=== bcd_conv_scheduler ===
Figure 1. Met3 routing (bcd_conv_scheduler).
(4 px per µm) Cells faint in the background.
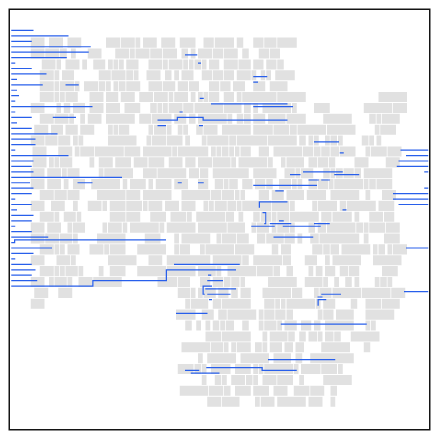

## src/rtl/bcd_conv_scheduler_pkg.sv

```systemverilog
`default_nettype none
// ============================================================================
// Module      : bcd_conv_scheduler_pkg
// Description : Shared defaults, FSM encoding and digit-adjust helper for the
//               shared binary-to-BCD converter.
// Revision    : 1.0 - initial release
// ============================================================================
package bcd_conv_scheduler_pkg;

    localparam int c_num_req_dflt = 4;
    localparam int c_bin_w_dflt   = 16;
    localparam int c_num_dig_dflt = 5;

    typedef enum logic [1:0] {
        ST_IDLE    = 2'd0,
        ST_CONVERT = 2'd1,
        ST_DONE    = 2'd2
    } state_t;

    // Double-dabble correction: a digit of 5..9 would overflow after doubling.
    function automatic logic [3:0] dabble_adj(input logic [3:0] d);
        return (d > 4'd4) ? d + 4'd3 : d;
    endfunction

endpackage
`default_nettype wire

```

## src/rtl/bcd_conv_scheduler_shift_core.sv

```systemverilog
`default_nettype none
// ============================================================================
// Module      : bcd_conv_scheduler_shift_core
// Description : Iterative double-dabble datapath: load, BIN_W steps, last flag.
// Revision    : 1.0 - initial release
// ============================================================================
module bcd_conv_scheduler_shift_core
    import bcd_conv_scheduler_pkg::*;
#(
    parameter int BIN_W   = c_bin_w_dflt,
    parameter int NUM_DIG = c_num_dig_dflt
) (
    input  logic                 clk,
    input  logic                 rst,
    input  logic                 i_load,
    input  logic [BIN_W-1:0]     i_data,
    input  logic                 i_step,
    output logic [4*NUM_DIG-1:0] o_bcd,
    output logic                 o_last_step
);

    localparam int c_cnt_w = (BIN_W > 1) ? $clog2(BIN_W) : 1;

    logic [4*NUM_DIG-1:0]       r_bcd;
    logic [BIN_W-1:0]           r_bin;
    logic [c_cnt_w-1:0]         r_cnt;
    logic [4*NUM_DIG-1:0]       w_adj;
    logic [4*NUM_DIG+BIN_W-1:0] w_shift;

    for (genvar g = 0; g < NUM_DIG; g++) begin : g_dig
        assign w_adj[4*g +: 4] = dabble_adj(r_bcd[4*g +: 4]);
    end

    assign w_shift     = {w_adj, r_bin} << 1;
    assign o_bcd       = r_bcd;
    assign o_last_step = (r_cnt == c_cnt_w'(BIN_W - 1));

    always_ff @(posedge clk) begin
        if (rst) begin
            r_bcd <= '0;
            r_bin <= '0;
            r_cnt <= '0;
        end else if (i_load) begin
            r_bcd <= '0;
            r_bin <= i_data;
            r_cnt <= '0;
        end else if (i_step) begin
            {r_bcd, r_bin} <= w_shift;
            r_cnt          <= r_cnt + 1'b1;
        end
    end

endmodule
`default_nettype wire

```

## src/rtl/bcd_conv_scheduler.sv

```systemverilog
`default_nettype none
// ============================================================================
// Module      : bcd_conv_scheduler
// Description : Round-robin scheduler sharing one binary-to-BCD converter.
// Revision    : 1.0 - initial release
// ============================================================================
module bcd_conv_scheduler
    import bcd_conv_scheduler_pkg::*;
#(
    parameter int NUM_REQ = c_num_req_dflt,
    parameter int BIN_W   = c_bin_w_dflt,
    parameter int NUM_DIG = c_num_dig_dflt
) (
    input  logic                                         clk,
    input  logic                                         rst,
    input  logic [NUM_REQ-1:0]                           req_valid,
    input  logic [NUM_REQ*BIN_W-1:0]                     req_data,
    output logic [NUM_REQ-1:0]                           req_ready,
    output logic                                         out_valid,
    input  logic                                         out_ready,
    output logic [4*NUM_DIG-1:0]                         out_bcd,
    output logic [((NUM_REQ > 1) ? $clog2(NUM_REQ) : 1)-1:0] out_id,
    output logic                                         busy
);

    localparam int c_id_w = (NUM_REQ > 1) ? $clog2(NUM_REQ) : 1;

    state_t               r_state;
    state_t               w_state_nxt;
    logic [c_id_w-1:0]    r_rr_ptr;
    logic [c_id_w-1:0]    r_id;
    logic [4*NUM_DIG-1:0] r_last_bcd;
    logic [c_id_w-1:0]    w_grant_idx;
    logic                 w_grant_found;
    int                   w_idx;
    logic [BIN_W-1:0]     w_sel_data;
    logic                 w_load;
    logic                 w_step;
    logic [4*NUM_DIG-1:0] w_core_bcd;
    logic                 w_last_step;

    // First valid requester at or after the round-robin pointer, wrapping.
    always_comb begin
        w_grant_found = 1'b0;
        w_grant_idx   = '0;
        w_idx         = 0;
        for (int k = 0; k < NUM_REQ; k++) begin
            w_idx = int'(r_rr_ptr) + k;
            if (w_idx >= NUM_REQ) begin
                w_idx = w_idx - NUM_REQ;
            end
            if (!w_grant_found && req_valid[w_idx]) begin
                w_grant_found = 1'b1;
                w_grant_idx   = c_id_w'(w_idx);
            end
        end
    end

    assign w_sel_data = req_data[w_grant_idx*BIN_W +: BIN_W];

    always_ff @(posedge clk) begin
        if (rst) begin
            r_state <= ST_IDLE;
        end else begin
            r_state <= w_state_nxt;
        end
    end

    always_comb begin
        w_state_nxt = r_state;
        req_ready   = '0;
        out_valid   = 1'b0;
        busy        = 1'b0;
        w_load      = 1'b0;
        w_step      = 1'b0;
        case (r_state)
            ST_IDLE: begin
                if (w_grant_found) begin
                    req_ready[w_grant_idx] = 1'b1;
                    w_load                 = 1'b1;
                    w_state_nxt            = ST_CONVERT;
                end
            end
            ST_CONVERT: begin
                busy   = 1'b1;
                w_step = 1'b1;
                if (w_last_step) begin
                    w_state_nxt = ST_DONE;
                end
            end
            ST_DONE: begin
                busy      = 1'b1;
                out_valid = 1'b1;
                if (out_ready) begin
                    w_state_nxt = ST_IDLE;
                end
            end
            default: w_state_nxt = ST_IDLE;
        endcase
    end

    // The core register is reused by the next conversion, so keep a copy
    // of the delivered result for the idle/convert window.
    always_ff @(posedge clk) begin
        if (rst) begin
            r_rr_ptr   <= '0;
            r_id       <= '0;
            r_last_bcd <= '0;
        end else begin
            if (w_load) begin
                r_id <= w_grant_idx;
            end
            if (r_state == ST_DONE && out_ready) begin
                r_last_bcd <= w_core_bcd;
                r_rr_ptr   <= (r_id == c_id_w'(NUM_REQ - 1)) ? '0 : r_id + 1'b1;
            end
        end
    end

    assign out_bcd = (r_state == ST_DONE) ? w_core_bcd : r_last_bcd;
    assign out_id  = r_id;

    bcd_conv_scheduler_shift_core #(
        .BIN_W   (BIN_W),
        .NUM_DIG (NUM_DIG)
    ) u_core (
        .clk         (clk),
        .rst         (rst),
        .i_load      (w_load),
        .i_data      (w_sel_data),
        .i_step      (w_step),
        .o_bcd       (w_core_bcd),
        .o_last_step (w_last_step)
    );

endmodule
`default_nettype wire

```

## config.mk

```make
export PLATFORM = sky130hd
export DESIGN_NAME = bcd_conv_scheduler
export DESIGN_NICKNAME = d
export VERILOG_FILES = /design/src/rtl/bcd_conv_scheduler_pkg.sv /design/src/rtl/bcd_conv_scheduler_shift_core.sv /design/src/rtl/bcd_conv_scheduler.sv
export SDC_FILE = /design/constraint.sdc
export NUM_CORES = 1
export LEC_CHECK = 0
export CORE_MARGIN = 5
export CORE_UTILIZATION = 45
export DETAILED_ROUTE_END_ITERATION = 12
export PLACE_DENSITY = 0.85
export SKIP_LAST_GASP = 1
export SLEW_MARGIN = 20
export SYNTH_ARGS = -nofsm -noshare
export SYNTH_HDL_FRONTEND = slang
export SYNTH_HIERARCHICAL = 1
export SYNTH_SLANG_ARGS = --single-unit
```

## constraint.sdc

```tcl
create_clock -name clk -period 2.62 [get_ports clk]
set_clock_uncertainty 0.15 [all_clocks]
set_input_delay 0.524 -clock clk [delete_from_list [all_inputs] [get_ports clk]]
set_output_delay 0.524 -clock clk [all_outputs]
set_load 0.005 [all_outputs]
```

=== seven_seg_scan ===
--- src/rtl/seven_seg_scan.sv ---
// seven_seg_scan: time-multiplexed 8-digit seven-segment driver.
// Latches a 32-bit word into a tear-free shadow register and scans one hex
// nibble per digit slot onto active-low anode/segment pins, with inter-digit
// ghost blanking and optional leading-zero suppression. All outputs are
// registered; they are computed from the next-state values so they change on
// the same edge as digit_idx.
module seven_seg_scan #(
    parameter int REFRESH_DIV  = 50000,  // clk cycles per digit slot (>= 1)
    parameter int BLANK_CYCLES = 64      // dark cycles at slot start (< REFRESH_DIV)
) (
    input  logic        clk,
    input  logic        rst_n,
    input  logic [31:0] data_in,
    input  logic        load,
    input  logic        hold,
    input  logic        lz_blank,
    output logic [7:0]  an,
    output logic [6:0]  sev_out,
    output logic [2:0]  digit_idx,
    output logic        frame_done
);

    localparam int PW = (REFRESH_DIV > 1) ? $clog2(REFRESH_DIV) : 1;

    logic [PW-1:0] prescaler;
    logic [PW-1:0] prescaler_nxt;
    logic [2:0]    digit_nxt;
    logic [31:0]   shadow;
    logic [31:0]   shadow_nxt;
    logic          tick;
    logic          wrap;
    logic          blank_nxt;
    logic [2:0]    msd;
    logic [7:0]    an_nxt;
    logic [6:0]    sev_nxt;

    // Hex nibble to active-low {a,b,c,d,e,f,g}.
    function automatic logic [6:0] hex_to_seg(input logic [3:0] nib);
        case (nib)
            4'h0: return 7'b0000001;
            4'h1: return 7'b1001111;
            4'h2: return 7'b0010010;
            4'h3: return 7'b0000110;
            4'h4: return 7'b1001100;
            4'h5: return 7'b0100100;
            4'h6: return 7'b0100000;
            4'h7: return 7'b0001111;
            4'h8: return 7'b0000000;
            4'h9: return 7'b0000100;
            4'hA: return 7'b0001000;
            4'hB: return 7'b1100000;
            4'hC: return 7'b0110001;
            4'hD: return 7'b1000010;
            4'hE: return 7'b0110000;
            default: return 7'b0111000;
        endcase
    endfunction

    // Slot timing and next scan position.
    always_comb begin
        tick          = (prescaler == PW'(REFRESH_DIV - 1));
        wrap          = tick && (digit_idx == 3'd7);
        prescaler_nxt = tick ? '0 : prescaler + PW'(1);
        digit_nxt     = tick ? digit_idx + 3'd1 : digit_idx;
    end

    // Shadow capture: explicit load wins over hold; otherwise refresh at frame start.
    always_comb begin
        if (load)
            shadow_nxt = data_in;
        else if (wrap && !hold)
            shadow_nxt = data_in;
        else
            shadow_nxt = shadow;
    end

    // Ghost blanking window at the start of every slot (absent when BLANK_CYCLES is 0).
    if (BLANK_CYCLES == 0) begin : g_no_blank
        assign blank_nxt = 1'b0;
    end else begin : g_blank
        assign blank_nxt = (prescaler_nxt < PW'(BLANK_CYCLES));
    end

    // Most significant nonzero nibble of the word about to be displayed.
    always_comb begin
        msd = 3'd0;
        for (int k = 0; k < 8; k++) begin
            if (shadow_nxt[4*k +: 4] != 4'h0)
                msd = 3'(k);
        end
    end

    // Next anode/segment pattern; digit 0 is never suppressed since msd >= 0.
    always_comb begin
        // NOTE: every combinational output gets a default first so no path leaves it unassigned (no latch).
        an_nxt  = 8'hFF;
        sev_nxt = 7'h7F;
        if (!blank_nxt && !(lz_blank && (digit_nxt > msd))) begin
            an_nxt  = ~(8'b1 << digit_nxt);
            sev_nxt = hex_to_seg(shadow_nxt[{digit_nxt, 2'b00} +: 4]);
        end
    end

    // State and output registers.
    always_ff @(posedge clk or negedge rst_n) begin
        if (!rst_n) begin
            prescaler  <= '0;
            digit_idx  <= 3'd0;
            // NOTE: the shadow is a plain register, not a memory, so it is cleared by reset like any other state.
            shadow     <= 32'h0;
            an         <= 8'hFF;
            sev_out    <= 7'h7F;
            frame_done <= 1'b0;
        end else begin
            // NOTE: non-blocking assignments keep every register sampling pre-edge values.
            prescaler  <= prescaler_nxt;
            digit_idx  <= digit_nxt;
            shadow     <= shadow_nxt;
            an         <= an_nxt;
            sev_out    <= sev_nxt;
            frame_done <= wrap;
        end
    end

endmodule

--- config.mk ---
export PLATFORM = sky130hd
export DESIGN_NAME = seven_seg_scan
export DESIGN_NICKNAME = d
export VERILOG_FILES = /design/src/rtl/seven_seg_scan.sv
export SDC_FILE = /design/constraint.sdc
export NUM_CORES = 1
export LEC_CHECK = 0
export ABC_AREA = 1
export CAP_MARGIN = 10
export CORE_UTILIZATION = 25
export DETAILED_ROUTE_END_ITERATION = 7
export GPL_ROUTABILITY_DRIVEN = 1
export GPL_TIMING_DRIVEN = 1
export SYNTH_ARGS = -nofsm -noshare
export SYNTH_HDL_FRONTEND = slang
export SYNTH_SLANG_ARGS = --single-unit
export TNS_END_PERCENT = 100
--- constraint.sdc ---
create_clock -name clk -period 3.97 [get_ports clk]
set_input_delay 0.5955 -clock clk [delete_from_list [all_inputs] [get_ports clk]]
set_output_delay 0.5955 -clock clk [all_outputs]
set_load 0.02 [all_outputs]
=== ttt_button_conditioner ===
==> config.mk <==
export PLATFORM = sky130hd
export DESIGN_NAME = ttt_button_conditioner
export DESIGN_NICKNAME = d
export VERILOG_FILES = /design/src/rtl/ttt_button_conditioner.sv
export SDC_FILE = /design/constraint.sdc
export NUM_CORES = 1
export LEC_CHECK = 0
export CAP_MARGIN = 30
export CORE_MARGIN = 1.5
export CORE_UTILIZATION = 45
export CTS_CLUSTER_DIAMETER = 120
export CTS_CLUSTER_SIZE = 10
export DETAILED_ROUTE_END_ITERATION = 16
export HOLD_SLACK_MARGIN = 0.03
export PLACE_DENSITY = 0.79
export SETUP_SLACK_MARGIN = 0.3
export SYNTH_ARGS = -nofsm -noshare
export SYNTH_HDL_FRONTEND = slang
export SYNTH_SLANG_ARGS = --single-unit
==> constraint.sdc <==
create_clock -name clk -period 1.3 [get_ports clk]
set_input_delay 0.195 -clock clk [delete_from_list [all_inputs] [get_ports clk]]
set_output_delay 0.195 -clock clk [all_outputs]
set_load 0.02 [all_outputs]
==> src/rtl/ttt_button_conditioner.sv <==
// Tic-tac-toe input front-end: synchronises and debounces the square and start
// buttons, then arbitrates clean presses into single-cycle move events.
module ttt_button_conditioner #(
    parameter int unsigned NUM_BTN         = 9,
    parameter int unsigned SYNC_STAGES     = 2,
    parameter int unsigned DEBOUNCE_CYCLES = 4
) (
    input  logic               clk,
    input  logic               reset,
    input  logic [NUM_BTN-1:0] btn_raw,
    input  logic               start_raw,
    output logic [NUM_BTN-1:0] btn_held,
    output logic [NUM_BTN-1:0] btn_pulse,
    output logic [3:0]         btn_idx,
    output logic               btn_valid,
    output logic               conflict,
    output logic               start_pulse
);
    localparam int unsigned NUM_CH = NUM_BTN + 1;
    localparam int unsigned CNT_W  = $clog2(DEBOUNCE_CYCLES + 1);
    localparam int unsigned IDX_W  = 4;
    localparam logic [CNT_W-1:0] CNT_LAST = CNT_W'(DEBOUNCE_CYCLES - 1);

    typedef enum logic {
        IDLE   = 1'b0,
        LOCKED = 1'b1
    } state_e;

    // Channel NUM_BTN is the start button; channels below it are the squares.
    logic [SYNC_STAGES-1:0][NUM_CH-1:0] sync_q, sync_d;
    logic [NUM_CH-1:0][CNT_W-1:0]       cnt_q, cnt_d;
    logic [NUM_CH-1:0]                  deb_q, deb_d;
    logic [NUM_CH-1:0]                  deb_prev_q, deb_prev_d;
    logic [NUM_CH-1:0]                  sync_out;

    state_e             state_q, state_d;
    logic [NUM_BTN-1:0] btn_pulse_q, btn_pulse_d;
    logic [IDX_W-1:0]   btn_idx_q, btn_idx_d;
    logic               btn_valid_q, btn_valid_d;
    logic               conflict_q, conflict_d;
    logic               start_pulse_q, start_pulse_d;

    logic [NUM_BTN-1:0] deb_btn;
    logic [NUM_BTN-1:0] rise;
    logic [IDX_W-1:0]   rise_idx;
    logic               multi_held;
    logic               start_rise;

    // Synchroniser chains and per-channel debounce counters.
    always_comb begin
        sync_d     = {sync_q[SYNC_STAGES-2:0], {start_raw, btn_raw}};
        sync_out   = sync_q[SYNC_STAGES-1];
        cnt_d      = '0;
        deb_d      = deb_q;
        deb_prev_d = deb_q;
        for (int i = 0; i < int'(NUM_CH); i++) begin
            if (sync_out[i] != deb_q[i]) begin
                if (cnt_q[i] == CNT_LAST) begin
                    deb_d[i] = sync_out[i];
                end else begin
                    cnt_d[i] = cnt_q[i] + CNT_W'(1);
                end
            end
        end
    end

    // Edge detection and move arbitration.
    always_comb begin
        deb_btn       = deb_q[NUM_BTN-1:0];
        rise          = deb_btn & ~deb_prev_q[NUM_BTN-1:0];
        start_rise    = deb_q[NUM_BTN] & ~deb_prev_q[NUM_BTN];
        // More than one square held: clearing the lowest set bit leaves something.
        multi_held    = |(deb_btn & (deb_btn - NUM_BTN'(1)));
        rise_idx      = '0;
        for (int i = 0; i < int'(NUM_BTN); i++) begin
            if (rise[i]) begin
                rise_idx = IDX_W'(i);
            end
        end

        state_d       = state_q;
        btn_pulse_d   = '0;
        btn_idx_d     = '0;
        btn_valid_d   = 1'b0;
        conflict_d    = 1'b0;
        start_pulse_d = start_rise;

        case (state_q)
            IDLE: begin
                if (|rise) begin
                    state_d = LOCKED;
                    if (multi_held) begin
                        conflict_d = 1'b1;
                    end else begin
                        btn_valid_d = 1'b1;
                        btn_pulse_d = rise;
                        btn_idx_d   = rise_idx;
                    end
                end
            end
            LOCKED: begin
                if (|rise) begin
                    conflict_d = 1'b1;
                end else if (deb_btn == '0) begin
                    state_d = IDLE;
                end
            end
            default: state_d = IDLE;
        endcase
    end

    always_ff @(posedge clk or negedge reset) begin
        if (!reset) begin
            sync_q        <= '0;
            cnt_q         <= '0;
            deb_q         <= '0;
            deb_prev_q    <= '0;
            state_q       <= IDLE;
            btn_pulse_q   <= '0;
            btn_idx_q     <= '0;
            btn_valid_q   <= 1'b0;
            conflict_q    <= 1'b0;
            start_pulse_q <= 1'b0;
        end else begin
            sync_q        <= sync_d;
            cnt_q         <= cnt_d;
            deb_q         <= deb_d;
            deb_prev_q    <= deb_prev_d;
            state_q       <= state_d;
            btn_pulse_q   <= btn_pulse_d;
            btn_idx_q     <= btn_idx_d;
            btn_valid_q   <= btn_valid_d;
            conflict_q    <= conflict_d;
            start_pulse_q <= start_pulse_d;
        end
    end

    assign btn_held    = deb_q[NUM_BTN-1:0];
    assign btn_pulse   = btn_pulse_q;
    assign btn_idx     = btn_idx_q;
    assign btn_valid   = btn_valid_q;
    assign conflict    = conflict_q;
    assign start_pulse = start_pulse_q;

endmodule

=== multi_cycle_ctrl_flat ===
$ cat src/rtl/multi_cycle_ctrl_pkg.sv
// Shared definitions for the multi-cycle sequencer: state encoding,
// PC / write-back source codes and the HALT opcode.
package multi_cycle_ctrl_pkg;

    typedef enum logic [2:0] {
        ST_IDLE   = 3'd0,
        ST_FETCH  = 3'd1,
        ST_DECODE = 3'd2,
        ST_EXEC   = 3'd3,
        ST_MEM    = 3'd4,
        ST_WB     = 3'd5,
        ST_HALT   = 3'd6,
        ST_ERROR  = 3'd7
    } state_t;

    localparam logic [1:0] PC_SRC_SEQ    = 2'b00;
    localparam logic [1:0] PC_SRC_BRANCH = 2'b01;
    localparam logic [1:0] PC_SRC_JUMP   = 2'b10;

    localparam logic [1:0] WB_SEL_ALU  = 2'b00;
    localparam logic [1:0] WB_SEL_MEM  = 2'b01;
    localparam logic [1:0] WB_SEL_LINK = 2'b10;

    localparam logic [5:0] HALT_OPCODE = 6'b111111;

    // A state is "busy" whenever the sequencer is actively stepping an instruction.
    function automatic logic is_busy(input state_t s);
        return (s != ST_IDLE) && (s != ST_HALT) && (s != ST_ERROR);
    endfunction

endpackage

$ cat src/rtl/multi_cycle_ctrl_if.sv
// Shared instruction/data memory handshake between the sequencer (master)
// and the memory (slave).
interface multi_cycle_ctrl_if;
    logic mem_req;
    logic mem_we;
    logic mem_sel;
    logic mem_ready;

    modport master (output mem_req, output mem_we, output mem_sel, input mem_ready);
    modport slave  (input mem_req, input mem_we, input mem_sel, output mem_ready);
endinterface

$ cat src/rtl/multi_cycle_ctrl_mem_wait_timer.sv
// Counts memory wait cycles for the access in progress and flags a timeout
// when the count reaches MEM_TIMEOUT with the memory still not ready.
// The count is zero whenever no access is pending, so every entry to an
// access state starts from zero.
module mem_wait_timer #(
    parameter int MEM_TIMEOUT = 15
) (
    input  logic clk,
    input  logic rst_n,
    input  logic active,
    input  logic mem_ready,
    output logic expired
);
    localparam int W = (MEM_TIMEOUT < 2) ? 1 : $clog2(MEM_TIMEOUT + 1);

    logic [W-1:0] wait_cnt;

    // Advance while an access is stalled; drop back to zero otherwise.
    always_ff @(posedge clk or negedge rst_n) begin
        if (!rst_n) begin
            wait_cnt <= '0;
        end else if (active && !mem_ready) begin
            wait_cnt <= wait_cnt + W'(1);
        end else begin
            wait_cnt <= '0;
        end
    end

    assign expired = (MEM_TIMEOUT != 0) && active && !mem_ready &&
                     (wait_cnt == W'(MEM_TIMEOUT));

endmodule

$ cat src/rtl/multi_cycle_ctrl.sv
// Multi-cycle sequencer: steps each decoded instruction through
// FETCH / DECODE / EXEC / MEM / WB, drives the shared memory handshake and
// the PC / IR / register-file strobes, and counts retired instructions.
module multi_cycle_ctrl
    import multi_cycle_ctrl_pkg::*;
#(
    parameter int MEM_TIMEOUT = 15,
    parameter int CNT_W       = 32
) (
    input  logic               clk,
    input  logic               rst_n,
    input  logic               start,
    input  logic [5:0]         opcode,
    input  logic               dec_RegWr,
    input  logic               dec_MemToReg,
    input  logic               dec_MemWr,
    input  logic               dec_Branch,
    input  logic               dec_Jump,
    input  logic               dec_Link,
    input  logic               dec_nop,
    input  logic               alu_zero,
    multi_cycle_ctrl_if.master mem,
    output logic               ir_we,
    output logic               pc_we,
    output logic [1:0]         pc_src,
    output logic               reg_we,
    output logic [1:0]         wb_sel,
    output logic               retired,
    output logic [CNT_W-1:0]   instr_count,
    output logic               busy,
    output logic               halted,
    output logic               err
);

    state_t state;
    logic   mem_active;
    logic   timeout;

    assign mem_active = (state == ST_FETCH) || (state == ST_MEM);

    mem_wait_timer #(
        .MEM_TIMEOUT (MEM_TIMEOUT)
    ) u_timer (
        .clk       (clk),
        .rst_n     (rst_n),
        .active    (mem_active),
        .mem_ready (mem.mem_ready),
        .expired   (timeout)
    );

    // Sequencer state transitions; a ready memory always beats a timeout.
    always_ff @(posedge clk or negedge rst_n) begin
        if (!rst_n) begin
            state <= ST_IDLE;
        end else begin
            case (state)
                ST_IDLE: begin
                    if (start) state <= ST_FETCH;
                end
                ST_FETCH: begin
                    if (mem.mem_ready)  state <= ST_DECODE;
                    else if (timeout)   state <= ST_ERROR;
                end
                ST_DECODE: begin
                    if (opcode == HALT_OPCODE)  state <= ST_HALT;
                    else if (dec_nop)           state <= ST_FETCH;
                    else if (dec_Jump)          state <= ST_FETCH;
                    else                        state <= ST_EXEC;
                end
                ST_EXEC: begin
                    if (dec_Branch)                     state <= ST_FETCH;
                    else if (dec_MemWr || dec_MemToReg) state <= ST_MEM;
                    else                                state <= ST_WB;
                end
                ST_MEM: begin
                    if (mem.mem_ready)  state <= dec_MemWr ? ST_FETCH : ST_WB;
                    else if (timeout)   state <= ST_ERROR;
                end
                ST_WB:    state <= ST_FETCH;
                ST_HALT:  state <= ST_HALT;
                ST_ERROR: state <= ST_ERROR;
                default:  state <= ST_ERROR;
            endcase
        end
    end

    // Strobes decoded from the current state and same-cycle inputs.
    always_comb begin
        mem.mem_req = 1'b0;
        mem.mem_we  = 1'b0;
        mem.mem_sel = 1'b0;
        ir_we       = 1'b0;
        pc_we       = 1'b0;
        pc_src      = PC_SRC_SEQ;
        reg_we      = 1'b0;
        wb_sel      = WB_SEL_ALU;
        retired     = 1'b0;
        case (state)
            ST_FETCH: begin
                mem.mem_req = 1'b1;
                if (mem.mem_ready) begin
                    ir_we  = 1'b1;
                    pc_we  = 1'b1;
                    pc_src = PC_SRC_SEQ;
                end
            end
            ST_DECODE: begin
                if (opcode == HALT_OPCODE) begin
                    retired = 1'b0;
                end else if (dec_nop) begin
                    retired = 1'b1;
                end else if (dec_Jump) begin
                    pc_we   = 1'b1;
                    pc_src  = PC_SRC_JUMP;
                    retired = 1'b1;
                    if (dec_Link) begin
                        reg_we = 1'b1;
                        wb_sel = WB_SEL_LINK;
                    end
                end
            end
            ST_EXEC: begin
                if (dec_Branch) begin
                    pc_we   = alu_zero;
                    pc_src  = PC_SRC_BRANCH;
                    retired = 1'b1;
                end
            end
            ST_MEM: begin
                mem.mem_req = 1'b1;
                mem.mem_sel = 1'b1;
                mem.mem_we  = dec_MemWr;
                if (mem.mem_ready && dec_MemWr) retired = 1'b1;
            end
            ST_WB: begin
                reg_we  = dec_RegWr;
                wb_sel  = dec_MemToReg ? WB_SEL_MEM : WB_SEL_ALU;
                retired = 1'b1;
            end
            default: begin
                retired = 1'b0;
            end
        endcase
    end

    // Retired-instruction counter, wrapping naturally at its width.
    always_ff @(posedge clk or negedge rst_n) begin
        if (!rst_n) begin
            instr_count <= '0;
        end else if (retired) begin
            instr_count <= instr_count + CNT_W'(1);
        end
    end

    assign busy   = is_busy(state);
    assign halted = (state == ST_HALT);
    assign err    = (state == ST_ERROR);

endmodule

$ cat src/flat_wrapper.sv
// flat-port wrapper written by rule: the top's interface ports become plain ports
module multi_cycle_ctrl_flat import multi_cycle_ctrl_pkg::*;
#(
    parameter int MEM_TIMEOUT = 15,
    parameter int CNT_W       = 32
)
  (clk, rst_n, start, opcode, dec_RegWr, dec_MemToReg, dec_MemWr, dec_Branch, dec_Jump, dec_Link, dec_nop, alu_zero, ir_we, pc_we, pc_src, reg_we, wb_sel, retired, instr_count, busy, halted, err, mem_mem_req, mem_mem_we, mem_mem_sel, mem_mem_ready);
  multi_cycle_ctrl_if mem_i ();
  input  logic clk;
  input  logic rst_n;
  input  logic start;
  input  logic [5:0] opcode;
  input  logic dec_RegWr;
  input  logic dec_MemToReg;
  input  logic dec_MemWr;
  input  logic dec_Branch;
  input  logic dec_Jump;
  input  logic dec_Link;
  input  logic dec_nop;
  input  logic alu_zero;
  output logic ir_we;
  output logic pc_we;
  output logic [1:0] pc_src;
  output logic reg_we;
  output logic [1:0] wb_sel;
  output logic retired;
  output logic [CNT_W-1:0] instr_count;
  output logic busy;
  output logic halted;
  output logic err;
  output wire logic [$bits(mem_i.mem_req)-1:0] mem_mem_req;
  output wire logic [$bits(mem_i.mem_we)-1:0] mem_mem_we;
  output wire logic [$bits(mem_i.mem_sel)-1:0] mem_mem_sel;
  input wire logic [$bits(mem_i.mem_ready)-1:0] mem_mem_ready;
  assign mem_mem_req = mem_i.mem_req;
  assign mem_mem_we = mem_i.mem_we;
  assign mem_mem_sel = mem_i.mem_sel;
  assign mem_i.mem_ready = mem_mem_ready;
  multi_cycle_ctrl #(.MEM_TIMEOUT(MEM_TIMEOUT), .CNT_W(CNT_W)) u_core (.clk(clk), .rst_n(rst_n), .start(start), .opcode(opcode), .dec_RegWr(dec_RegWr), .dec_MemToReg(dec_MemToReg), .dec_MemWr(dec_MemWr), .dec_Branch(dec_Branch), .dec_Jump(dec_Jump), .dec_Link(dec_Link), .dec_nop(dec_nop), .alu_zero(alu_zero), .mem(mem_i), .ir_we(ir_we), .pc_we(pc_we), .pc_src(pc_src), .reg_we(reg_we), .wb_sel(wb_sel), .retired(retired), .instr_count(instr_count), .busy(busy), .halted(halted), .err(err));
endmodule
$ cat config.mk
export PLATFORM = sky130hd
export DESIGN_NAME = multi_cycle_ctrl_flat
export DESIGN_NICKNAME = d
export VERILOG_FILES = /design/src/rtl/multi_cycle_ctrl_pkg.sv /design/src/rtl/multi_cycle_ctrl_if.sv /design/src/rtl/multi_cycle_ctrl_mem_wait_timer.sv /design/src/rtl/multi_cycle_ctrl.sv /design/src/flat_wrapper.sv
export SDC_FILE = /design/constraint.sdc
export NUM_CORES = 1
export LEC_CHECK = 0
export CAP_MARGIN = 0
export CORE_ASPECT_RATIO = 1.75
export CORE_MARGIN = 3
export CORE_UTILIZATION = 56
export CTS_BUF_LIST = sky130_fd_sc_hd__clkbuf_16
export DETAILED_ROUTE_END_ITERATION = 8
export DONT_BUFFER_PORTS = 1
export PLACE_DENSITY = 0.81
export SYNTH_ARGS = -nofsm -noshare
export SYNTH_HDL_FRONTEND = slang
export SYNTH_SLANG_ARGS = --single-unit
$ cat constraint.sdc
create_clock -name clk -period 1.9 [get_ports clk]
set_input_delay 0.57 -clock clk [delete_from_list [all_inputs] [get_ports clk]]
set_output_delay 0.57 -clock clk [all_outputs]
set_load 0.005 [all_outputs]
Figure 2. M4 wires (ttt_button_conditioner).
(4 px per µm) Supply wires on this layer in gray.
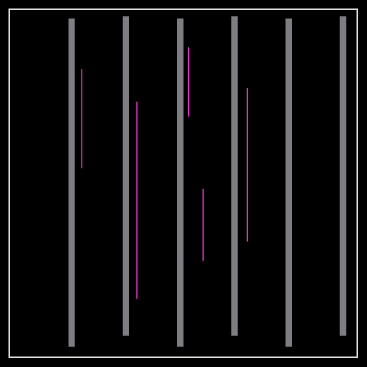
- main direction: vertical
- share of all routed wire: 2.2%
- wire length on this layer: 146 µm
- nets with wire on the layer: 4
DRT Wirelength: 6.81 mm
Via Count: 2049

==> run summary, ttt_button_conditioner <==
impl run done, here's what came out: Pwr Total=10.7 mW, CP arrival=1.90 ns, Resize count post-CTS=around 220, Unique cell types=29, Vias/cell=4.80, CTS tree=done, final setup vio count=17, I/O pin cnt=37, Period minus WS final=1.61 ns, outcome=finished, violations left, initial antenna violation count=0, worst reg2reg path depth=5, HPWL after detailed placement=between 3 and 4 mm, Setup crit end kind=flip-flop, fraction of layout cells with a size suffix above 1=61.6%, Max Cap Violations=0, design area=between 0.004 and 0.005 mm², switch share=33.1%, routed len/inst=about 16 µm, Leak Pwr=2.27 nW, register area=0.00216 mm², RR Startpoint=deb_prev_d[6], synth cell count leaders=dfrtp_1, nor3b_1, nor2b_1, Reg power frac=35.9%, final core utilization=73.4%, Final ANT Viol Nets=0, Crit. Startpoint=deb_prev_d[6], Non-clock buffers=approximately 110, Die W=86.7 µm, failing checks=negative setup slack, root buffer cell=clkbuf_8, Setup WS post-layout=-0.309 ns
## ttt_button_conditioner: sequential cells by signal (all words and copies together), names as in the netlist
signal / cells
conflict: 1
start_pulse: 1
btn_idx: 4
deb_prev_d: 10
deb_prev_q: 10
sync_out: 10
btn_valid: 1
sync_d: 10
btn_pulse: 8
state_q: 1
cnt_q: 30
## ttt_button_conditioner: metal layers
layer	track usage, %	vias to the layer above	part of all wire, %
met3	5.24	13	3.4
li1	-	954	-
met5	0	-	0
met2	30.9	45	53
met1	22.7	1037	41
met4	6.16	0	2.1
## ttt_button_conditioner: critical path: stages, from the launching register on
cell and delay, ns:
dfrtp_2 0.48, nor3_4 0.25, o211ai_1 0.16, buf_4 0.18, a211o_4 0.36, nor2_1 0.11
## ttt_button_conditioner: cell families after synthesis
group	after synthesis	synth area share (%)
DFF	86	68.3
and+or+nand+nor	77	15.7
AOI/OAI and AO/OA	13	2.74
buffers and inverters	12	2.86
xor gates and xnor gates	10	2.78
muxes	10	3.58
adders and majority gates	10	3.97
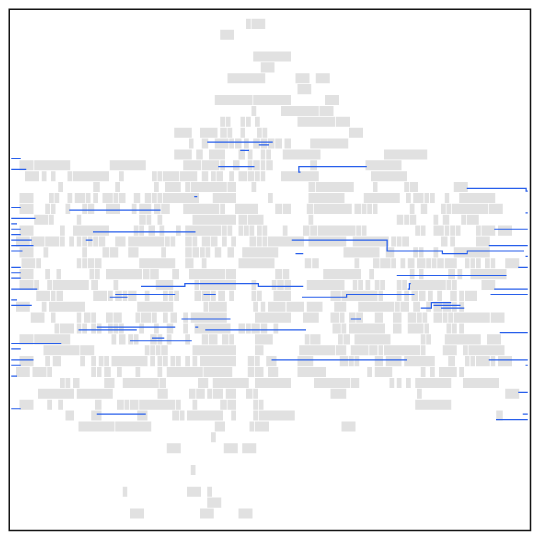
Figure 3: seven_seg_scan, met3 routing.
(4 px per µm) Cells faint in the background.
- wire length on this layer: 592 µm
- main direction: horizontal
- longest straight run: 33.6 µm
- nets with wire on the layer: 61
- share of all routed wire: 5.6%
DRT Wirelength: 10.5 mm
M3 GR Usage: 2.91%
Via Count: 3504

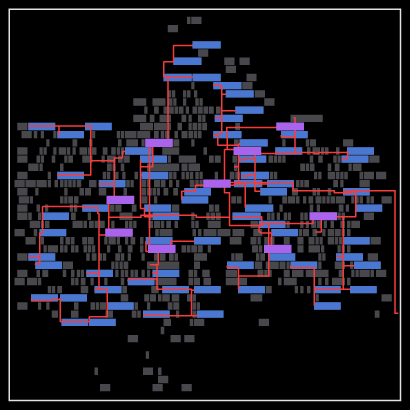
Figure 4: seven_seg_scan, clock network drawn from the DEF.
(3 px per µm)
- purple: clock drivers (count 9)
- red: clock wires (length 1030 µm)
- blue: flip-flops (count 67)
- routed clock nets: 10

==> run summary, seven_seg_scan <==
impl run done, here's what came out: switch share=approximately a quarter, DRC=0, Max Cap Violations=0, most numerous logic cell after layout=nand2_1, all-layer global routing usage=between 10% and 20%, Clk pwr share=49.9%, Comb gate area=0.00199 mm², outcome=finished clean, yosys aoi share=3.03%, Leak Pwr=roughly 2.5 nW, Period minus WS final=3.49 ns, fmax=287 MHz, number of synthesized flops with an enable pin=0, Power Density=352 mW/mm², Yosys reg bits=around 67, Buffers & Inverters on Critical Path=1, CP arrival=3.73 ns, Non-clock buffers=about 60, # Cells Yosys=538, Top delay family on crit path=simple AND/OR/NAND/NOR gates, mapped cell area=between 0.004 and 0.005 mm², Slew HR=around 61%, registers=approximately 67, HPWL after detailed placement=7.85 mm, crit-path max cell delay=0.37 ns, Yosys top cell by area=dfrtp_1, CP cell instances=ha_1, nand3_2, nor2_4, nand4_4, nand2_8, nand2_1, and2_1, nor4_2, nand2_1, nor2_1, ha_1, a21oi_1, o21ai_0, nand3_1, nand2_2, inv_1, nand3_1, CTS tree=done, buffering overhead=between 10% and 20%
[seven_seg_scan: power groups by stage]
stage | Clock (mW) | Combinational, mW | Sequential [mW]
2_1_floorplan | 0 | 0.123 | 0.729
3_3_place_gp | 0 | 0.202 | 0.730
3_5_place_dp | 0 | 0.202 | 0.731
4_1_cts | 0.937 | 0.204 | 0.720
5_1_grt | 0.965 | 0.231 | 0.722
6_report | 0.918 | 0.203 | 0.720
[seven_seg_scan: worst paths after layout]
kind | startpoint | end | slack, ns | cells past startpoint
max in group asynchronous | rst_n | sev_out[1] | 2.93 | 2
max | prescaler[0] | an[0] | 0.48 | 17
max reg2reg | prescaler[0] | an[0] | 0.48 | 17
min reg2reg | prescaler[0] | prescaler[0] | 0.46 | 1
min | rst_n | frame_done | 0.26 | 1
min in group clk | prescaler[0] | prescaler[0] | 0.46 | 1
[seven_seg_scan: layer usage]
layer	wire length (µm)	vias up	GRT usage, %
met3	592	8	2.91
met4	84	0	3.76
met5	0	-	0
met1	4990	1600	18.6
li1	-	1803	-
met2	4870	93	22.6
[seven_seg_scan: registers in the layout, summed over array words and instances (netlist names)]
name / cells
an: 8
frame_done: 1
prescaler: 16
sev_out: 7
shadow: 32
digit_idx: 3
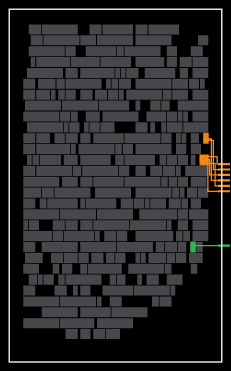
Figure 5: multi_cycle_ctrl_flat, port wiring.
(4 px per µm)
- orange: opcode (bits 6; direction input; edge right; end cells 2; buffers 0; wire 59.3 µm)
- green: mem_mem_req (bits 1; direction output; edge right; end cells 1; buffers 0; wire 6.40 µm)
input/output buffers: 0
I/O pin cnt: 64

==> run summary, multi_cycle_ctrl_flat <==
impl run done, here's what came out: wire length on met1=between 1.5 and 2 mm, failing checks=negative setup slack, Setup WS post-layout=-0.118 ns, grt total ovfl=0, Yosys top cell by area=dfrtp_1, Top delay family on crit path=flip-flops, final setup vio count=8, CTS tree=done, buffering overhead=13.6%, registers=39, outcome=finished, violations left, grt peak-use layer=met2, largest class=combinational gates, top sig layer=met4, Mux area share=0.526%, HPWL after detailed placement=3.51 mm, Non-clock buffers=between 40 and 50, # Cells Yosys=between 200 and 250, Leak Pwr=1.41 nW, final hold violation count=0, crit path kind=reg2out, yosys warns=0, Final ANT Viol Nets=0, Yosys top cell by instances=dfrtp_1, Reg-to-Reg End=u_core.instr_count[18]
[multi_cycle_ctrl_flat: stage by stage]
stage | util (%) | setup slack [ns] | TNS (ns) | hold WS [ns] | std cells
3_3_place_gp | 66.0 | -0.0289 | -0.0289 | 0.275 | 273
3_5_place_dp | 66.0 | -0.0835 | -0.272 | 0.275 | 273
4_1_cts | 75.7 | -0.137 | -0.784 | 0.130 | 290
5_1_grt | 82.7 | -0.153 | -1.07 | 0.137 | 296
6_report | 82.7 | -0.118 | -0.552 | 0.123 | 296
2_1_floorplan | - | -0.00699 | -0.00699 | 0.274 | 204
[multi_cycle_ctrl_flat: layout by cell type, fill, tap and decap left out, drive strengths merged, types with 2 or more instances in the layout]
master  instances
buf            46
dfrtp          39
xor2           27
nor4           17
nor2           15
nand2          14
nand3          11
inv            11
nor3            9
xnor2           7
nor4b           6
clkbuf          5
a21oi           5
or3             4
nand4           3
clkinv          3
and3            3
nand2b          3
o21ai           3
a211o           2
or2             2
ha              2
and2            2
nor3b           2
[multi_cycle_ctrl_flat: sequential cells by signal (all words and copies together), names as in the netlist]
| name | flops |
|---|---|
| u_core.state | 3 |
| u_core.u_timer.wait_cnt | 4 |
| u_core.instr_count | 32 |
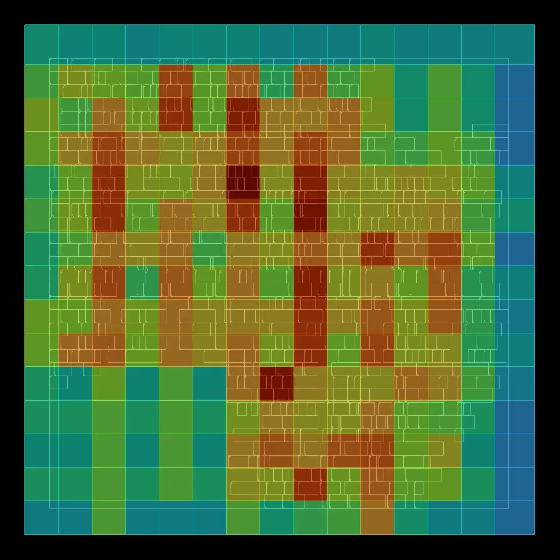
Figure 6: bcd_conv_scheduler, routing congestion map.
routed len/inst: 15.0 µm
grt met2 use: 35.1%
final core utilization: 63.2%

About Figure 1:
- wire length on this layer: 764 µm
- main direction: horizontal
- nets with wire on the layer: 94
- share of all routed wire: 7.1%

==> run summary, bcd_conv_scheduler <==
impl run done, here's what came out: outcome=finished clean, Max Cap Violations=0, slowest CP cell=clkdlybuf4s50_1, Seq share, synth=about a third, tool warning count=34, DRT Wirelength=about 11 mm, wire length on met1=4.26 mm, WL met3=~760 µm, initial drt markers=152, Main logic family=simple AND/OR/NAND/NOR gates, Slew HR=69.6%, registers=between 60 and 70, clk slew on worst S/H paths=0.07 ns, clk cell area share=4.13%, I/O pin cnt=roughly 99, worst hold path startpoint=r_last_bcd[10], Logic pwr share=between 40% and 50%, asr flop ratio synth=0%, final setup vio count=0, yosys aoi share=17.8%, Area after DPL=around 0.0052 mm², Core ar.=0.00872 mm², Yosys reg bits=about 66, first-pass GRT wire length=18.0 mm, multi-input combinational area share=44.6%, final setup TNS=0 ns, fmax=388 MHz, Cells after Synth=between 400 and 500, die height=105 µm, register area=0.00132 mm², Clk pwr share=between 20% and 30%, Die Area=0.0110 mm², crit path kind=reg2out, top sig layer=met4, cts bufs inserted=9, routability congestion estimate=0.771, RR Startpoint=r_rr_ptr[0], design area=0.00552 mm², Non-clock buffers=about 130, WP data required=1.95 ns, most frequent cells in the layout=nand2_1, clkdlybuf4s50_1, dfxtp_1, CTS tree=done, yosys warns=6, Die W=roughly 100 µm, Setup WS post-layout=0.0432 ns, synthesized area per cell=8.12 µm², crit-path max cell delay=0.45 ns
==> bcd_conv_scheduler: power by group through the flow <==
stage | Sequential [mW] | Combinational (mW) | Clock [mW]
2_1_floorplan | 1.21 | 1.14 | 0
3_3_place_gp | 1.23 | 1.53 | 0
3_5_place_dp | 1.24 | 1.59 | 0
4_1_cts | 1.22 | 1.66 | 0.988
5_1_grt | 1.24 | 1.84 | 1.03
6_report | 1.22 | 1.68 | 0.969
==> bcd_conv_scheduler: worst min path at each step <==
| stage | slack [ns] | depth (start not counted) | to |
|---|---|---|---|
| detailed placement | 0.30 | 2 | r_last_bcd[10] |
| floorplan | 0.28 | 2 | r_last_bcd[0] |
| CTS | 0.31 | 2 | r_last_bcd[10] |
| global placement | 0.29 | 2 | r_last_bcd[2] |
| global route | 0.32 | 2 | r_last_bcd[15] |
| finish | 0.31 | 2 | r_last_bcd[10] |
==> bcd_conv_scheduler: worst min-delay path, delay by kind of cell (launching register included) <==
family	cells	cell delay, ns
flip-flops	1	0.31
AND/OR/NAND/NOR	1	0.05
AND-OR/OR-AND	1	0.05

==> notes/layouts.md <==
Pictures saved along the way, in no particular order.

Cell density map.
picture 1
(3 px per µm) The die is cut into 13 by 13 equal tiles; dark blue is low, red is high, 0 to 100% covered.
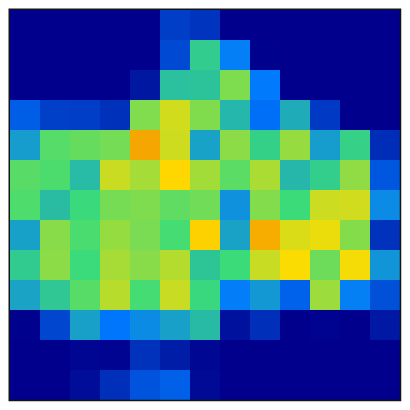
picture 2
(4 px per µm) The die is cut into 9 by 9 equal tiles; dark blue is low, red is high, 0 to 100% covered.
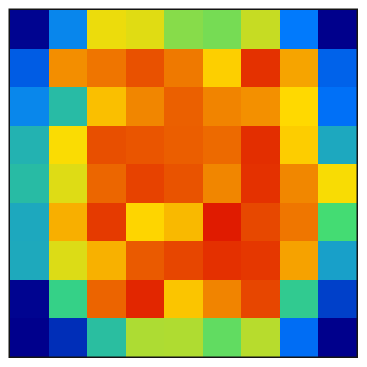
picture 3
(6 px per µm) The die is cut into 5 by 9 equal tiles; dark blue is low, red is high, 0 to 100% covered.
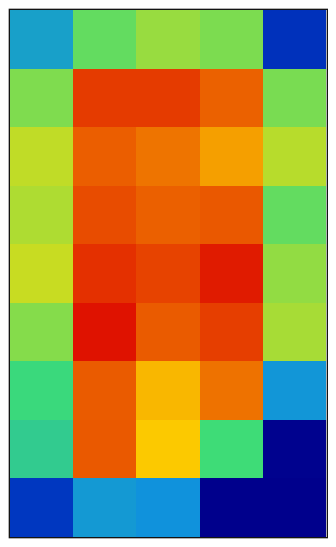
picture 4
(4 px per µm) The die is cut into 10 by 10 equal tiles; dark blue is low, red is high, 0 to 100% covered.
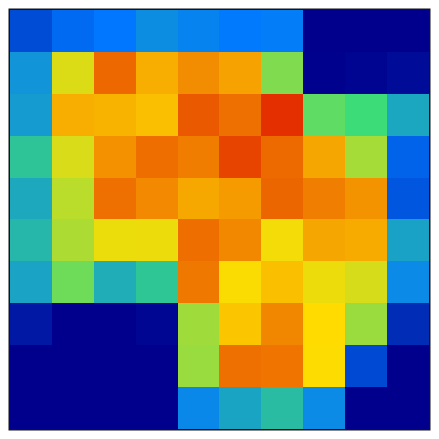
seven_seg_scan -> picture 1
ttt_button_conditioner -> picture 2
multi_cycle_ctrl_flat -> picture 3
bcd_conv_scheduler -> picture 4
Of these, largest die: picture 1
Of these, smallest die: picture 3



==> gallery <==
Port wiring.
panel A
(3 px per µm)
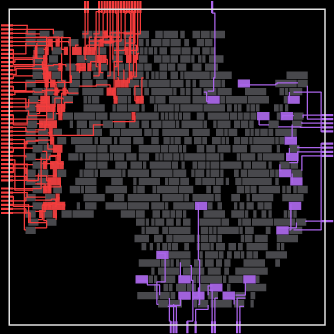
panel B
(3 px per µm)
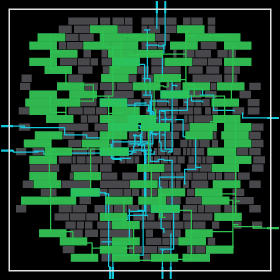
panel C
(2 px per µm)
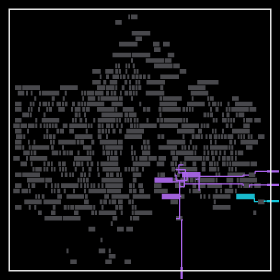
- bcd_conv_scheduler = panel A
- ttt_button_conditioner = panel B
- seven_seg_scan = panel C
- largest die: panel C
- smallest die: panel B

Power figures rest on the tool's default switching activity, not on a simulated workload.
